==================== design 1
Figure 1. Routed metal, one color a layer (design 1).
Bar = 20 um. Only two layers are drawn.
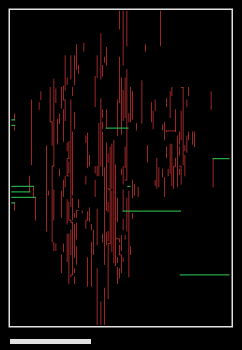

<file path="config.mk">
export PLATFORM = sky130hd
export DESIGN_NAME = rr_resource_arbiter
export DESIGN_NICKNAME = d
export VERILOG_FILES = /design/src/rtl/arb_pkg.sv /design/src/rtl/rr_ptr_ring.sv /design/src/rtl/rr_resource_arbiter.sv
export SDC_FILE = /design/constraint.sdc
export NUM_CORES = 1
export LEC_CHECK = 0
export CORE_ASPECT_RATIO = 1.5
export CORE_MARGIN = 4
export CORE_UTILIZATION = 30
export DETAILED_ROUTE_END_ITERATION = 8
export RECOVER_POWER = 100
export SLEW_MARGIN = 20
export SYNTH_ARGS = -nofsm -noshare
export SYNTH_HDL_FRONTEND = slang
export SYNTH_HIERARCHICAL = 1
export SYNTH_SLANG_ARGS = --single-unit
</file>
<file path="constraint.sdc">
create_clock -name clk -period 2.1 [get_ports clk]
set_input_delay 0.42 -clock clk [delete_from_list [all_inputs] [get_ports clk]]
set_output_delay 0.42 -clock clk [all_outputs]
set_load 0.01 [all_outputs]
</file>
<file path="src/rtl/arb_pkg.sv">
// Shared types and helpers for the round-robin resource arbiter.
// Vector helpers work on a fixed 32-bit view; callers zero-extend narrower vectors.
package arb_pkg;

    localparam int unsigned MAX_REQ = 32;

    typedef enum logic {
        IDLE = 1'b0,
        BUSY = 1'b1
    } arb_state_t;

    function automatic int unsigned onehot_to_idx(input logic [MAX_REQ-1:0] oh);
        int unsigned idx;
        idx = 0;
        for (int unsigned i = 0; i < MAX_REQ; i++) begin
            if (oh[i]) begin
                idx = idx | i;
            end else begin
                idx = idx;
            end
        end
        return idx;
    endfunction

    // Lowest set request at or above the pointer wins; otherwise wrap to the lowest set request.
    function automatic int unsigned rr_pick(input logic [MAX_REQ-1:0] req,
                                            input logic [MAX_REQ-1:0] ptr);
        logic [MAX_REQ-1:0] masked;
        logic               found;
        int unsigned        win;
        masked = req & ~(ptr - 32'd1);
        found  = 1'b0;
        win    = 0;
        for (int unsigned i = 0; i < MAX_REQ; i++) begin
            if (!found && masked[i]) begin
                win   = i;
                found = 1'b1;
            end else begin
                found = found;
            end
        end
        for (int unsigned i = 0; i < MAX_REQ; i++) begin
            if (!found && req[i]) begin
                win   = i;
                found = 1'b1;
            end else begin
                found = found;
            end
        end
        return win;
    endfunction

endpackage

</file>
<file path="src/rtl/rr_ptr_ring.sv">
// One-hot rotating priority pointer; on enable it moves to the slot after idx_i.
module rr_ptr_ring #(
    parameter  int N_REQ = 4,
    localparam int IDX_W = $clog2(N_REQ)
) (
    input  logic             clk,
    input  logic             rst,
    input  logic             en_i,
    input  logic [IDX_W-1:0] idx_i,
    output logic [N_REQ-1:0] ptr_o
);

    localparam logic [N_REQ-1:0] ONE = N_REQ'(1);

    logic [N_REQ-1:0] ptr_q;
    logic [N_REQ-1:0] ptr_d;

    // Next pointer: one-hot of idx_i+1, wrapping from the last slot back to slot 0
    always_comb begin
        ptr_d = ptr_q;
        if (en_i) begin
            if (idx_i == IDX_W'(N_REQ - 1)) begin
                ptr_d = ONE;
            end else begin
                ptr_d = ONE << (idx_i + IDX_W'(1));
            end
        end else begin
            ptr_d = ptr_q;
        end
    end

    // Pointer register
    always_ff @(posedge clk) begin
        if (rst) begin
            ptr_q <= ONE;
        end else begin
            ptr_q <= ptr_d;
        end
    end

    assign ptr_o = ptr_q;

endmodule

</file>
<file path="src/rtl/rr_resource_arbiter.sv">
// Round-robin arbiter sharing one resource among N_REQ requesters, with
// release on done, request abort, or optional hold timeout.
module rr_resource_arbiter
    import arb_pkg::*;
#(
    parameter  int N_REQ    = 4,
    parameter  int MAX_HOLD = 64,
    localparam int IDX_W    = $clog2(N_REQ)
) (
    input  logic             clk,
    input  logic             rst,
    input  logic [N_REQ-1:0] req,
    input  logic             done,
    output logic [N_REQ-1:0] grant,
    output logic [IDX_W-1:0] grant_idx,
    output logic             busy,
    output logic             timeout
);

    localparam logic [N_REQ-1:0] ONE = N_REQ'(1);

    arb_state_t       state_q, state_d;
    logic [N_REQ-1:0] grant_q, grant_d;
    logic [IDX_W-1:0] idx_q, idx_d;
    logic             busy_q, busy_d;
    logic             timeout_q, timeout_d;
    logic [N_REQ-1:0] ptr_s;
    logic [IDX_W-1:0] win_s;
    logic             ptr_en_s;
    logic             abort_s;
    logic             hold_exp_s;
    logic             release_s;

    rr_ptr_ring #(
        .N_REQ (N_REQ)
    ) u_ptr (
        .clk   (clk),
        .rst   (rst),
        .en_i  (ptr_en_s),
        .idx_i (idx_q),
        .ptr_o (ptr_s)
    );

    generate
        if (MAX_HOLD > 0) begin : g_hold
            localparam int CNT_W = $clog2(MAX_HOLD + 1);
            logic [CNT_W-1:0] cnt_q, cnt_d;

            // Hold counter: cleared while idle, saturating count while busy
            always_comb begin
                cnt_d = cnt_q;
                if (state_q == IDLE) begin
                    cnt_d = '0;
                end else if (cnt_q != CNT_W'(MAX_HOLD)) begin
                    cnt_d = cnt_q + CNT_W'(1);
                end else begin
                    cnt_d = cnt_q;
                end
            end

            // Hold counter register
            always_ff @(posedge clk) begin
                if (rst) begin
                    cnt_q <= '0;
                end else begin
                    cnt_q <= cnt_d;
                end
            end

            assign hold_exp_s = (state_q == BUSY) && (cnt_q == CNT_W'(MAX_HOLD - 1));
        end else begin : g_no_hold
            assign hold_exp_s = 1'b0;
        end
    endgenerate

    assign win_s     = IDX_W'(rr_pick(MAX_REQ'(req), MAX_REQ'(ptr_s)));
    assign abort_s   = ~req[idx_q];
    assign release_s = done | abort_s | hold_exp_s;

    // Arbitration and release decisions
    always_comb begin
        state_d   = state_q;
        grant_d   = grant_q;
        idx_d     = idx_q;
        timeout_d = 1'b0;
        ptr_en_s  = 1'b0;
        case (state_q)
            IDLE: begin
                if (req != '0) begin
                    state_d = BUSY;
                    grant_d = ONE << win_s;
                    idx_d   = IDX_W'(onehot_to_idx(MAX_REQ'(ONE << win_s)));
                end else begin
                    grant_d = '0;
                end
            end
            BUSY: begin
                if (release_s) begin
                    state_d   = IDLE;
                    grant_d   = '0;
                    ptr_en_s  = 1'b1;
                    // done or abort on the same edge makes it a normal release
                    timeout_d = hold_exp_s & ~done & ~abort_s;
                end else begin
                    state_d = BUSY;
                end
            end
            default: begin
                state_d = IDLE;
                grant_d = '0;
            end
        endcase
        busy_d = (state_d == BUSY);
    end

    // State and registered outputs
    always_ff @(posedge clk) begin
        if (rst) begin
            state_q   <= IDLE;
            grant_q   <= '0;
            idx_q     <= '0;
            busy_q    <= 1'b0;
            timeout_q <= 1'b0;
        end else begin
            state_q   <= state_d;
            grant_q   <= grant_d;
            idx_q     <= idx_d;
            busy_q    <= busy_d;
            timeout_q <= timeout_d;
        end
    end

    assign grant     = grant_q;
    assign grant_idx = idx_q;
    assign busy      = busy_q;
    assign timeout   = timeout_q;

endmodule
</file>
==================== design 2
## config.mk

```make
export PLATFORM = sky130hd
export DESIGN_NAME = data_ram_arbiter
export DESIGN_NICKNAME = d
export VERILOG_FILES = /design/src/rtl/data_ram_arbiter.sv
export SDC_FILE = /design/constraint.sdc
export NUM_CORES = 1
export LEC_CHECK = 0
export CORE_MARGIN = 8
export CORE_UTILIZATION = 40
export CTS_BUF_LIST = sky130_fd_sc_hd__clkbuf_8
export CTS_CLUSTER_DIAMETER = 120
export DETAILED_ROUTE_END_ITERATION = 10
export PLACE_DENSITY = 0.94
export SLEW_MARGIN = 0
export SYNTH_ARGS = -nofsm -noshare
export SYNTH_HDL_FRONTEND = slang
export SYNTH_SLANG_ARGS = --single-unit
export TNS_END_PERCENT = 1
```

## constraint.sdc

```tcl
create_clock -name clk -period 4.8 [get_ports clk]
set_clock_uncertainty 0.1 [all_clocks]
set_input_delay 1.44 -clock clk [delete_from_list [all_inputs] [get_ports clk]]
set_output_delay 1.44 -clock clk [all_outputs]
set_load 0.02 [all_outputs]
```

## src/rtl/data_ram_arbiter.sv

```systemverilog
// Round-robin arbiter sharing a single-port data RAM between two requesters.
// Two-stage pipe: grant -> registered RAM access (stage A) -> response pulse (stage B).
module data_ram_arbiter #(
    parameter int XLEN = 32
) (
    input  logic            clk,
    input  logic            rst,
    input  logic            m0_req_valid,
    output logic            m0_req_ready,
    input  logic            m0_req_write,
    input  logic [XLEN-1:0] m0_req_addr,
    input  logic [XLEN-1:0] m0_req_wdata,
    output logic            m0_rsp_valid,
    output logic [XLEN-1:0] m0_rsp_rdata,
    output logic            m0_rsp_err,
    input  logic            m1_req_valid,
    output logic            m1_req_ready,
    input  logic            m1_req_write,
    input  logic [XLEN-1:0] m1_req_addr,
    input  logic [XLEN-1:0] m1_req_wdata,
    output logic            m1_rsp_valid,
    output logic [XLEN-1:0] m1_rsp_rdata,
    output logic            m1_rsp_err,
    output logic            ram_write_enable,
    output logic [XLEN-1:0] ram_address,
    output logic [XLEN-1:0] ram_write_data,
    input  logic [XLEN-1:0] ram_read_data
);
    localparam int LSB = $clog2(XLEN / 8);

    logic            last_grant_q, last_grant_d;
    logic            a_valid_q, a_valid_d;
    logic            a_port_q, a_port_d;
    logic            a_write_q, a_write_d;
    logic            a_err_q, a_err_d;
    logic            a_we_q, a_we_d;
    logic [XLEN-1:0] a_addr_q, a_addr_d;
    logic [XLEN-1:0] a_wdata_q, a_wdata_d;
    logic            b_valid_q, b_valid_d;
    logic            b_port_q, b_port_d;
    logic            b_err_q, b_err_d;
    logic [XLEN-1:0] b_rdata_q, b_rdata_d;

    logic            grant0, grant1, handshake, sel_port, sel_write, sel_err;
    logic [XLEN-1:0] sel_addr, sel_wdata;

    // last_grant_q names the port that won most recently; on a tie the other port wins.
    always_comb begin
        grant0    = m0_req_valid && !rst && (!m1_req_valid || last_grant_q);
        grant1    = m1_req_valid && !rst && (!m0_req_valid || !last_grant_q);
        handshake = grant0 || grant1;
        sel_port  = grant1;
        sel_write = grant1 ? m1_req_write : m0_req_write;
        sel_addr  = grant1 ? m1_req_addr  : m0_req_addr;
        sel_wdata = grant1 ? m1_req_wdata : m0_req_wdata;
        sel_err   = |sel_addr[LSB-1:0];
    end

    always_comb begin
        last_grant_d = handshake ? sel_port : last_grant_q;
        a_valid_d    = handshake;
        a_port_d     = sel_port;
        a_write_d    = sel_write;
        a_err_d      = sel_err;
        a_we_d       = handshake && sel_write && !sel_err;
        a_addr_d     = handshake ? sel_addr  : a_addr_q;
        a_wdata_d    = handshake ? sel_wdata : a_wdata_q;
        b_valid_d    = a_valid_q;
        b_port_d     = a_port_q;
        b_err_d      = a_err_q;
        b_rdata_d    = (a_valid_q && !a_write_q && !a_err_q) ? ram_read_data : '0;
    end

    always_ff @(posedge clk) begin
        if (rst) begin
            last_grant_q <= 1'b1;
            a_valid_q    <= 1'b0;
            a_port_q     <= 1'b0;
            a_write_q    <= 1'b0;
            a_err_q      <= 1'b0;
            a_we_q       <= 1'b0;
            a_addr_q     <= '0;
            a_wdata_q    <= '0;
            b_valid_q    <= 1'b0;
            b_port_q     <= 1'b0;
            b_err_q      <= 1'b0;
            b_rdata_q    <= '0;
        end else begin
            last_grant_q <= last_grant_d;
            a_valid_q    <= a_valid_d;
            a_port_q     <= a_port_d;
            a_write_q    <= a_write_d;
            a_err_q      <= a_err_d;
            a_we_q       <= a_we_d;
            a_addr_q     <= a_addr_d;
            a_wdata_q    <= a_wdata_d;
            b_valid_q    <= b_valid_d;
            b_port_q     <= b_port_d;
            b_err_q      <= b_err_d;
            b_rdata_q    <= b_rdata_d;
        end
    end

    // Masking with rst keeps a store sitting in stage A from committing on the reset edge.
    always_comb begin
        m0_req_ready     = grant0;
        m1_req_ready     = grant1;
        ram_write_enable = a_we_q && !rst;
        ram_address      = a_addr_q;
        ram_write_data   = a_wdata_q;
        m0_rsp_valid     = b_valid_q && !b_port_q && !rst;
        m1_rsp_valid     = b_valid_q && b_port_q && !rst;
        m0_rsp_err       = m0_rsp_valid && b_err_q;
        m1_rsp_err       = m1_rsp_valid && b_err_q;
        m0_rsp_rdata     = m0_rsp_valid ? b_rdata_q : '0;
        m1_rsp_rdata     = m1_rsp_valid ? b_rdata_q : '0;
    end
endmodule

```

==================== design 3
`src/rtl/d16_fetch_pkg.sv`:
```
// Shared widths, fetch queue entry layout and fetch FSM states for the d16 front end.
package d16_fetch_pkg;

  localparam int unsigned D16_PC_WIDTH    = 16;
  localparam int unsigned D16_INSTR_WIDTH = 32;

  typedef logic [D16_PC_WIDTH-1:0]    pc_t;
  typedef logic [D16_INSTR_WIDTH-1:0] instr_t;

  typedef struct packed {
    instr_t instr;
    pc_t    pc;
  } fetch_entry_t;

  typedef enum logic [1:0] {
    D16_FETCH_IDLE,
    D16_FETCH_REQ,
    D16_FETCH_DRAIN
  } fetch_state_t;

endpackage

```
`src/rtl/d16_fetch_fifo.sv`:
```
// Two-entry queue of fetched {instr, pc}; synchronous flush overrides push and pop.
module d16_fetch_fifo
  import d16_fetch_pkg::*;
(
  input  logic         sys_clk,
  input  logic         sys_rst,
  input  logic         flush,
  input  logic         push,
  input  logic         pop,
  input  fetch_entry_t push_data,
  output fetch_entry_t head,
  output logic [1:0]   count
);

  fetch_entry_t mem [2];
  logic         wr_ptr;
  logic         rd_ptr;

  always_ff @(posedge sys_clk or posedge sys_rst) begin
    if (sys_rst) begin
      mem[0] <= '0;
      mem[1] <= '0;
      wr_ptr <= 1'b0;
      rd_ptr <= 1'b0;
      count  <= '0;
    end else if (flush) begin
      wr_ptr <= 1'b0;
      rd_ptr <= 1'b0;
      count  <= '0;
    end else begin
      if (push) begin
        mem[wr_ptr] <= push_data;
        wr_ptr      <= ~wr_ptr;
      end
      if (pop) begin
        rd_ptr <= ~rd_ptr;
      end
      count <= count + {1'b0, push} - {1'b0, pop};
    end
  end

  assign head = mem[rd_ptr];

endmodule

```
`src/rtl/d16_fetch.sv`:
```
// d16 instruction fetch: owns the PC, reads imem over req/ack and queues {instr, pc} for decode.
module d16_fetch
  import d16_fetch_pkg::*;
#(
  parameter pc_t RESET_PC = 16'h0000
)
(
  input  logic        sys_clk,
  input  logic        sys_rst,
  output logic        imem_req,
  output logic [15:0] imem_addr,
  input  logic        imem_ack,
  input  logic [31:0] imem_data,
  input  logic        jmp_en,
  input  logic [15:0] jmp_addr,
  output logic        instr_valid,
  output logic [31:0] instr,
  output logic [15:0] instr_pc,
  input  logic        instr_ready
);

  fetch_state_t state;
  pc_t          pc;
  logic [1:0]   count;
  logic [1:0]   count_after_pop;
  logic [1:0]   count_next;
  logic         push;
  logic         pop;
  fetch_entry_t head;

  assign pop             = instr_valid & instr_ready;
  assign push            = (state == D16_FETCH_REQ) & imem_ack & ~jmp_en;
  assign count_after_pop = count - {1'b0, pop};
  assign count_next      = count_after_pop + {1'b0, push};

  d16_fetch_fifo u_fifo (
    .sys_clk   (sys_clk),
    .sys_rst   (sys_rst),
    .flush     (jmp_en),
    .push      (push),
    .pop       (pop),
    .push_data ('{instr: imem_data, pc: imem_addr}),
    .head      (head),
    .count     (count)
  );

  assign instr_valid = (count != '0);
  assign instr       = head.instr;
  assign instr_pc    = head.pc;

  // In REQ, imem_addr always equals pc, so the pushed tag is the fetched address.
  always_ff @(posedge sys_clk or posedge sys_rst) begin
    if (sys_rst) begin
      state     <= D16_FETCH_IDLE;
      pc        <= RESET_PC;
      imem_addr <= RESET_PC;
      imem_req  <= 1'b0;
    end else begin
      unique case (state)
        D16_FETCH_IDLE: begin
          if (jmp_en) begin
            pc <= jmp_addr;
          end else if (count_after_pop < 2'd2) begin
            state     <= D16_FETCH_REQ;
            imem_req  <= 1'b1;
            imem_addr <= pc;
          end
        end
        D16_FETCH_REQ: begin
          if (jmp_en) begin
            pc <= jmp_addr;
            if (imem_ack) begin
              imem_addr <= jmp_addr;
            end else begin
              state <= D16_FETCH_DRAIN;
            end
          end else if (imem_ack) begin
            pc <= pc + 16'd1;
            if (count_next < 2'd2) begin
              imem_addr <= pc + 16'd1;
            end else begin
              state    <= D16_FETCH_IDLE;
              imem_req <= 1'b0;
            end
          end
        end
        D16_FETCH_DRAIN: begin
          if (jmp_en) begin
            pc <= jmp_addr;
          end
          if (imem_ack) begin
            state     <= D16_FETCH_REQ;
            imem_addr <= jmp_en ? jmp_addr : pc;
          end
        end
        default: begin
          state    <= D16_FETCH_IDLE;
          imem_req <= 1'b0;
        end
      endcase
    end
  end

endmodule

```
`config.mk`:
```
export PLATFORM = sky130hd
export DESIGN_NAME = d16_fetch
export DESIGN_NICKNAME = d
export VERILOG_FILES = /design/src/rtl/d16_fetch_pkg.sv /design/src/rtl/d16_fetch_fifo.sv /design/src/rtl/d16_fetch.sv
export SDC_FILE = /design/constraint.sdc
export NUM_CORES = 1
export LEC_CHECK = 0
export ABC_AREA = 0
export CAP_MARGIN = 5
export CORE_MARGIN = 3
export CORE_UTILIZATION = 25
export CTS_BUF_LIST = sky130_fd_sc_hd__clkbuf_4 sky130_fd_sc_hd__clkbuf_8 sky130_fd_sc_hd__clkbuf_16
export DETAILED_ROUTE_END_ITERATION = 10
export GPL_TIMING_DRIVEN = 1
export REMOVE_ABC_BUFFERS = 1
export SLEW_MARGIN = 20
export SYNTH_ARGS = -nofsm -noshare
export SYNTH_HDL_FRONTEND = slang
export SYNTH_SLANG_ARGS = --single-unit
```
`constraint.sdc`:
```
create_clock -name sys_clk -period 5.55 [get_ports sys_clk]
set_clock_uncertainty 0.05 [all_clocks]
set_input_delay 0.555 -clock sys_clk [delete_from_list [all_inputs] [get_ports sys_clk]]
set_output_delay 0.555 -clock sys_clk [all_outputs]
set_load 0.03 [all_outputs]
```

==> notes/layouts.md <==
Pictures saved along the way, in no particular order.

Cells colored by class.
(a)
Bar = 20 um. Fill, decap, tap and diode cells in gray.
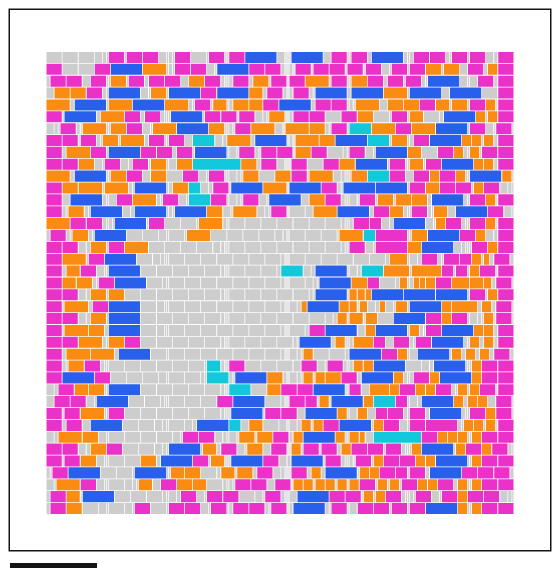
(b)
Bar = 20 um. Fill, decap, tap and diode cells in gray.
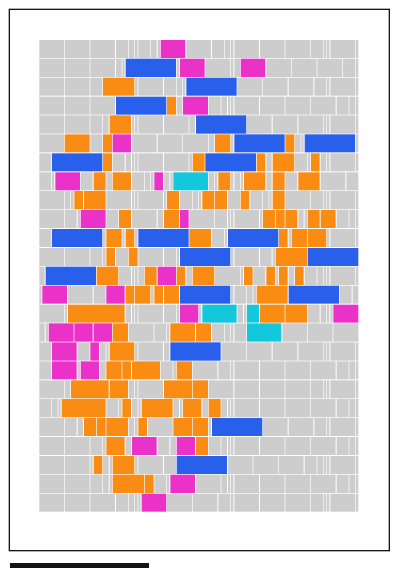
(c)
Bar = 50 um. Fill, decap, tap and diode cells in gray.
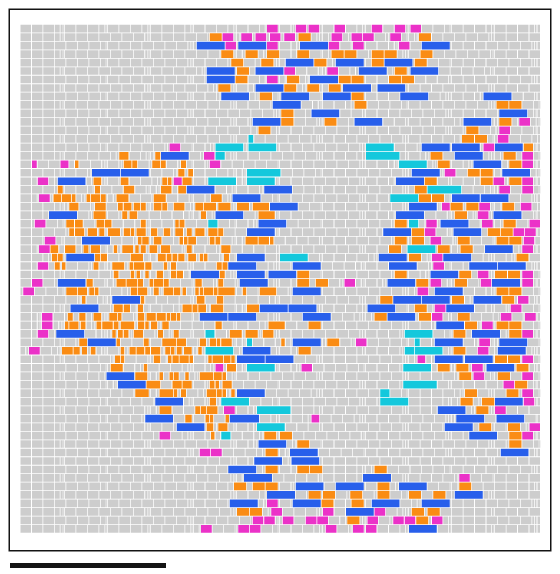
Of these, largest die: (c)
- (c) = design 3
- (a) = design 2
- (b) = design 1

Key to (c):
Key: clock drivers and dummy loads = cyan [cells 32, share of their area 7.5%]; other buffers and delay cells = magenta [cells 124, share of their area 14%]; all other logic = orange [cells 413, share of their area 39%]; flops = blue [cells 135, share of their area 39%]

Figure 2. Where the registers sit (design 3).
Bar = 50 um. Other sequential cells in the stronger gray, the rest of the logic in the fainter gray.
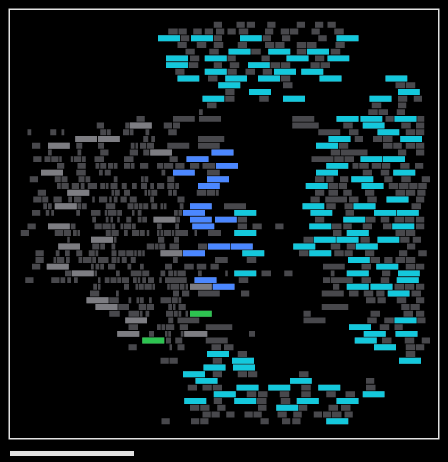
Key: imem_addr = blue [sequential cells 16, where middle]; u_fifo.count = green [sequential cells 2]; u_fifo.mem = cyan [sequential cells 96]
Seq area share: 0.3696
utilization after layout: 0.3355
register area: 0.003379 mm2
Seq. pwr: 0.00179 W

==> Slide: Implementation Results, design 3 <==
Synthesis and Place & Route Summary

Outcome
  • Status: completed

Cells and area
  • Logic share of the area: 0.3670
  • Logic area: 0.003356 mm2
  • FFs & Latches: 135
  • Non-clock inverter count: 17
  • Nonclk buf count: 124
  • Max reg flops: 96
  • Share of layout cells above drive strength 1: 0.3011
  • Fill cell count: 2740
  • Leading cell kind: flip-flops and latches

Logic synthesis
  • Area leader share: 0.4830
  • Count leader, synth: mux2_2
  • XOR/XNOR share of the synthesized area: 0.005009
  • Async SR Flop Fraction: 1.000
  • Synth mux share: 0.2818
  • Cells in synth_stat.txt: 593

Setup path
  • Worst Path Max Fanout: 16
  • Cells along the critical path: inv_1 > ha_1 > nand2_1 > nor2_1 > ha_1 > nand2_1 > mux2i_1 > or2_1 > mux2_2
  • CP peak stage delay: 0.65 ns
  • Cell family with most CP delay: simple AND/OR/NAND/NOR gates
  • CP bufs+invs: 1

Die
  • Rows: 60
  • Die width: 173.3 um
  • Initial Utilization: 0.2567

Clock tree
  • Late-Pin Clk Latency: 0.41 ns
  • Clock slew at reported path FFs: 0.06 ns
  • Setup repair bufs after CTS: 0
  • Total CTS buffers: 17

Detailed routing
  • Vias per std cell: 4.815
  • Via count: 5181
  • DRT Wirelength: 17980 um
  • WL/cell: 16.71 um

STA
  • Tcrit/Tclk final: 0.5986
  • Final min period: 3.322 ns
  • Worst-Margin Slew: 0.9177 ns

Placed design
  • Routability Congestion: 0.8406

Global routing
  • Antenna violations before repair: 0

Pwr
  • Total power: 0.005651 W
==> design 3: metal layers <==
metal  routed length [um]  track usage  vias up
li1                     -            -     2403
met5                    0            0        -
met4                  191      0.03784        0
met1                 8625       0.1690     2613
met2                 8245       0.1795      152
met3                  912      0.02606       13
==> design 3: path summary, 6_finish.rpt <==
kind	start	end	slack, ns	cells after the start
setup reg to reg	state[1]	imem_addr[1]	2.23	9
hold / removal	u_fifo.mem[16]	u_fifo.mem[16]	0.45	1
max in group asynchronous	sys_rst	u_fifo.mem[92]	3.66	3
min in group asynchronous	sys_rst	u_fifo.mem[90]	0.64	2
hold reg to reg	u_fifo.mem[16]	u_fifo.mem[16]	0.45	1
setup / recovery	state[1]	imem_addr[1]	2.23	9
==> design 3: power by group <==
part	leakage (nW)	internal [W]	switching, W
clock	0.322	0.000802	0.000456
combinational	1.77	0.00123	0.00137
sequential	1.68	0.00143	0.000365
total	3.78	0.00346	0.00219
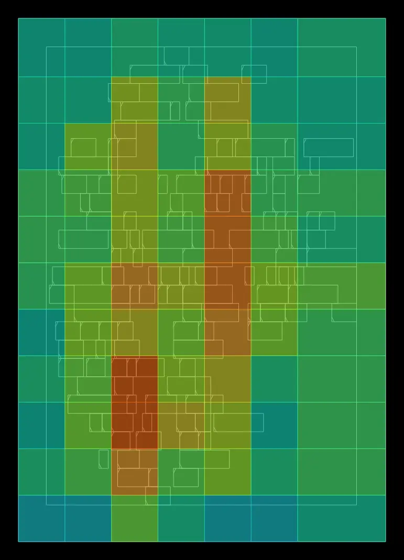
Figure 3: design 1, routing congestion map.
total track usage: 0.1134
busiest grt layer: met2

About Figure 1:
Key: met2 = red [wire length 1120 um]; met3 = green [wire length 52.9 um]
WL/cell: 11.67 um
via count: 851

==> Slide: Implementation Results, design 1 <==
Synthesis and Place & Route Summary

Clock tree
  • CTS sink count: 19
  • Clock slew at reported path FFs: 0.07 ns
  • Late-Pin Clk Latency: 0.26 ns

Pwr
  • Pint: 0.0006099 W
  • Combinational power: 0.000182 W
  • Leak: 0.4935 nW

Logic synthesis
  • Flops after synth: 19
  • Cells in synth_stat.txt: 106
  • Post-synth seq share: 0.3918
  • Post-Syn Area: 970.9 um2
  • Dominant comb cell: simple AND/OR/NAND/NOR gates

Detailed routing
  • WL met2: 1115 um

Setup path
  • CP endpoint kind: register
  • Critical path data arrival time: 2.08 ns
  • Most used cell along the critical path: nor2b_1
  • Cells along the critical path: clkdlybuf4s50_1 > mux4_2 > nand2b_1 > nor2_1 > nor2b_1 > buf_4 > nor2b_1 > a311o_1

Cells and area
  • Top reg by flops: g_hold.cnt_q
  • Final cell count without fillers: 174

Global routing
  • Grt met1 use: 0.1213

Placed design
  • Dpl cell area: 0.001240 mm2

Die
  • Core Area: 0.003128 mm2
  • Initial Utilization: 0.3104
  • Die Ht: 77.68 um

Outcome
  • Status: completed

STA
  • Setup tns final: 0 ns
[design 1: worst reg2reg max path, delay by kind of cell (launching register included)]
kind	cells	cell delay (ns)
flops	1	0.39
simple gates	5	0.77
compound gates	1	0.26
fa+ha+maj	1	0.21
buf+inv	1	0.16
[design 1: cell families (layout without fill, tap and decap cells)]
kind of cell,after synthesis,in the layout
buffers and inverters,6,34
adders and majority gates,3,3
muxes,2,2
and+or+nand+nor,48,48
xor gates and xnor gates,5,5
AOI/OAI and AO/OA,23,23
DFF,19,19
[design 1: final timing paths]
| check | cells after the start | slack, ns | end | start |
|---|---|---|---|---|
| hold / removal | 2 | 0.46 | grant[1] | grant[1] |
| setup reg to reg | 8 | 0.21 | u_ptr/ptr_o[0] | g_hold.cnt_q[0] |
| setup / recovery | 8 | 0.16 | u_ptr/ptr_o[0] | req[3] |
| hold reg to reg | 2 | 0.46 | grant[1] | grant[1] |
[design 1: area by class of cell]
class | instances | area, um2
multi-input combinational | 81 | 561.8
sequential | 19 | 380.4
timing repair buffer | 25 | 211.5
fill | 347 | 1859
inverter | 5 | 18.77
clock inverter | 1 | 5.005
clock buffer | 3 | 41.29
tap | 40 | 50.05
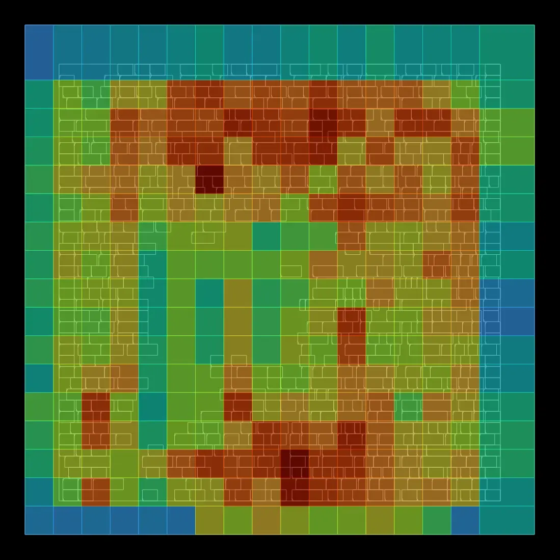
Figure 4: design 2, routing congestion map.
utilization after layout: 0.6986
grt met1 use: 0.2285
total track usage: 0.2187
met3 Use GR: 0.06029
busiest grt layer: met2

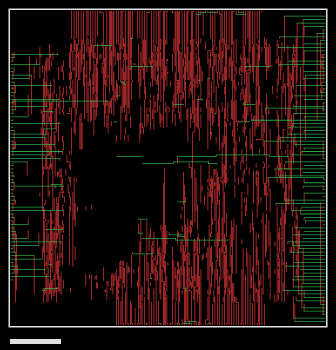
Figure 5: design 2, routed metal, one color a layer.
Bar = 20 um. Only two layers are drawn.
Key: met3 = green [wire length 1600 um]; met2 = red [wire length 9070 um]

==> Slide: Implementation Results, design 2 <==
Synthesis and Place & Route Summary

Clock tree
  • H-tree depth: 3
  • Setup repair bufs after CTS: 0
  • TritonCTS clock tree: done

Logic synthesis
  • Post-Syn Area: 0.004644 mm2
  • Post-synth seq share: 0.4526

Pwr
  • Largest power group: registers

Run
  • Max Cap Violations: 0

Detailed routing
  • Vias per std cell: 5.378
  • Post-route DRC violation count: 0

Cells and area
  • Layout clock buffers: 10
  • Post-route cell area: 0.007943 mm2
  • Area delta synth->final: 71.01%

Die
  • IO Pins: 301

Outcome
  • Status: completed

Global routing
  • Vias in the first global route: 4809
  • GRT overflow: 0

Placed design
  • Dpl cell area: 0.007714 mm2
  • Routability Congestion: 0.8092

STA
  • Final hold viol count: 0

Setup path
  • R2R setup slack: 3.00 ns
  • Reg2reg path depth: 4
-- design 2: synth_stat cells, drive strengths merged --
library cell / instances / share of area
a21bo: 1 / 0.0035
nor2: 4 / 0.0043
nand3: 1 / 0.0011
nor4b: 64 / 0.17
o21ai: 2 / 0.0022
o311a: 1 / 0.0022
buf: 32 / 0.047
o211a: 1 / 0.0022
or4: 1 / 0.0016
nor3b: 2 / 0.0054
and3: 1 / 0.0013
inv: 3 / 0.0024
a221o: 63 / 0.14
nor2b: 5 / 0.0067
o32ai: 1 / 0.0019
a21oi: 2 / 0.0022
nor3: 2 / 0.0032
a211oi: 1 / 0.0016
a21boi: 1 / 0.0024
nand2b: 1 / 0.0013
nand2: 2 / 0.0016
and2: 98 / 0.13
dfxtp: 105 / 0.45
clkbuf: 14 / 0.011
-- design 2: worst reg2reg max path, cell delays in order (launching register included) --
cell and delay [ns]:
dfxtp_1 0.39, a21bo_4 0.27, nor2_4 0.10, buf_4 0.57, a221o_1 0.31
-- design 2: layer usage --
metal | up-vias | part of all wire | wire length, um
li1 | 2086 | - | -
met1 | 2138 | 0.36 | 6354
met2 | 216 | 0.51 | 9067
met3 | 45 | 0.090 | 1595
met4 | 0 | 0.037 | 662
met5 | - | 0 | 0


## Gallery

Local utilization.
Plate I
The die is cut into 17 by 17 equal tiles; black is low, pale yellow is high, 0 to 100% covered.
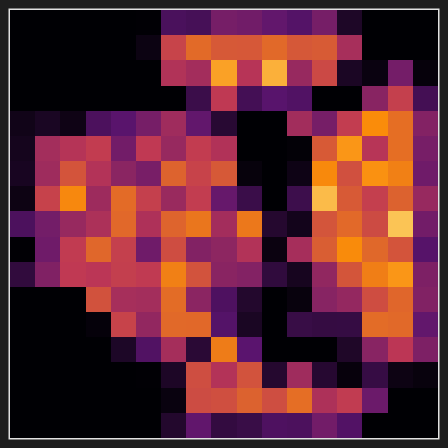
Plate II
The die is cut into 5 by 8 equal tiles; black is low, pale yellow is high, 0 to 100% covered.
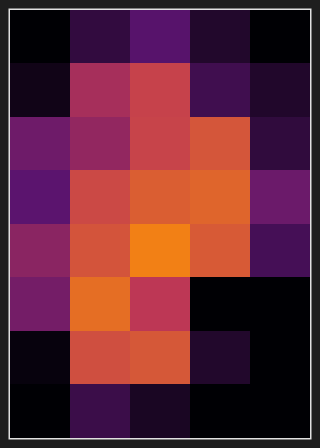
Plate III
The die is cut into 12 by 12 equal tiles; black is low, pale yellow is high, 0 to 100% covered.
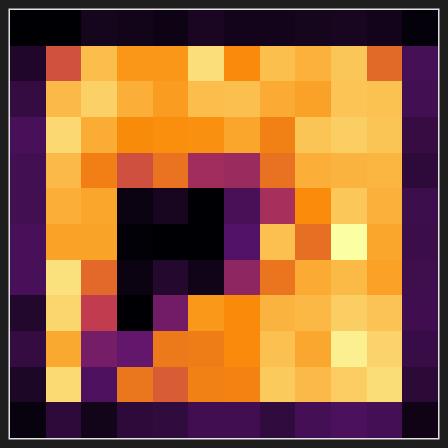
design 2: Plate III
design 1: Plate II
design 3: Plate I

Key to Plate II:
20% of the tiles are nearly empty. The mean over all tiles is 29%. The densest ninth of the die: middle.

No activity file was given, so power comes from the tool's default toggle rates.
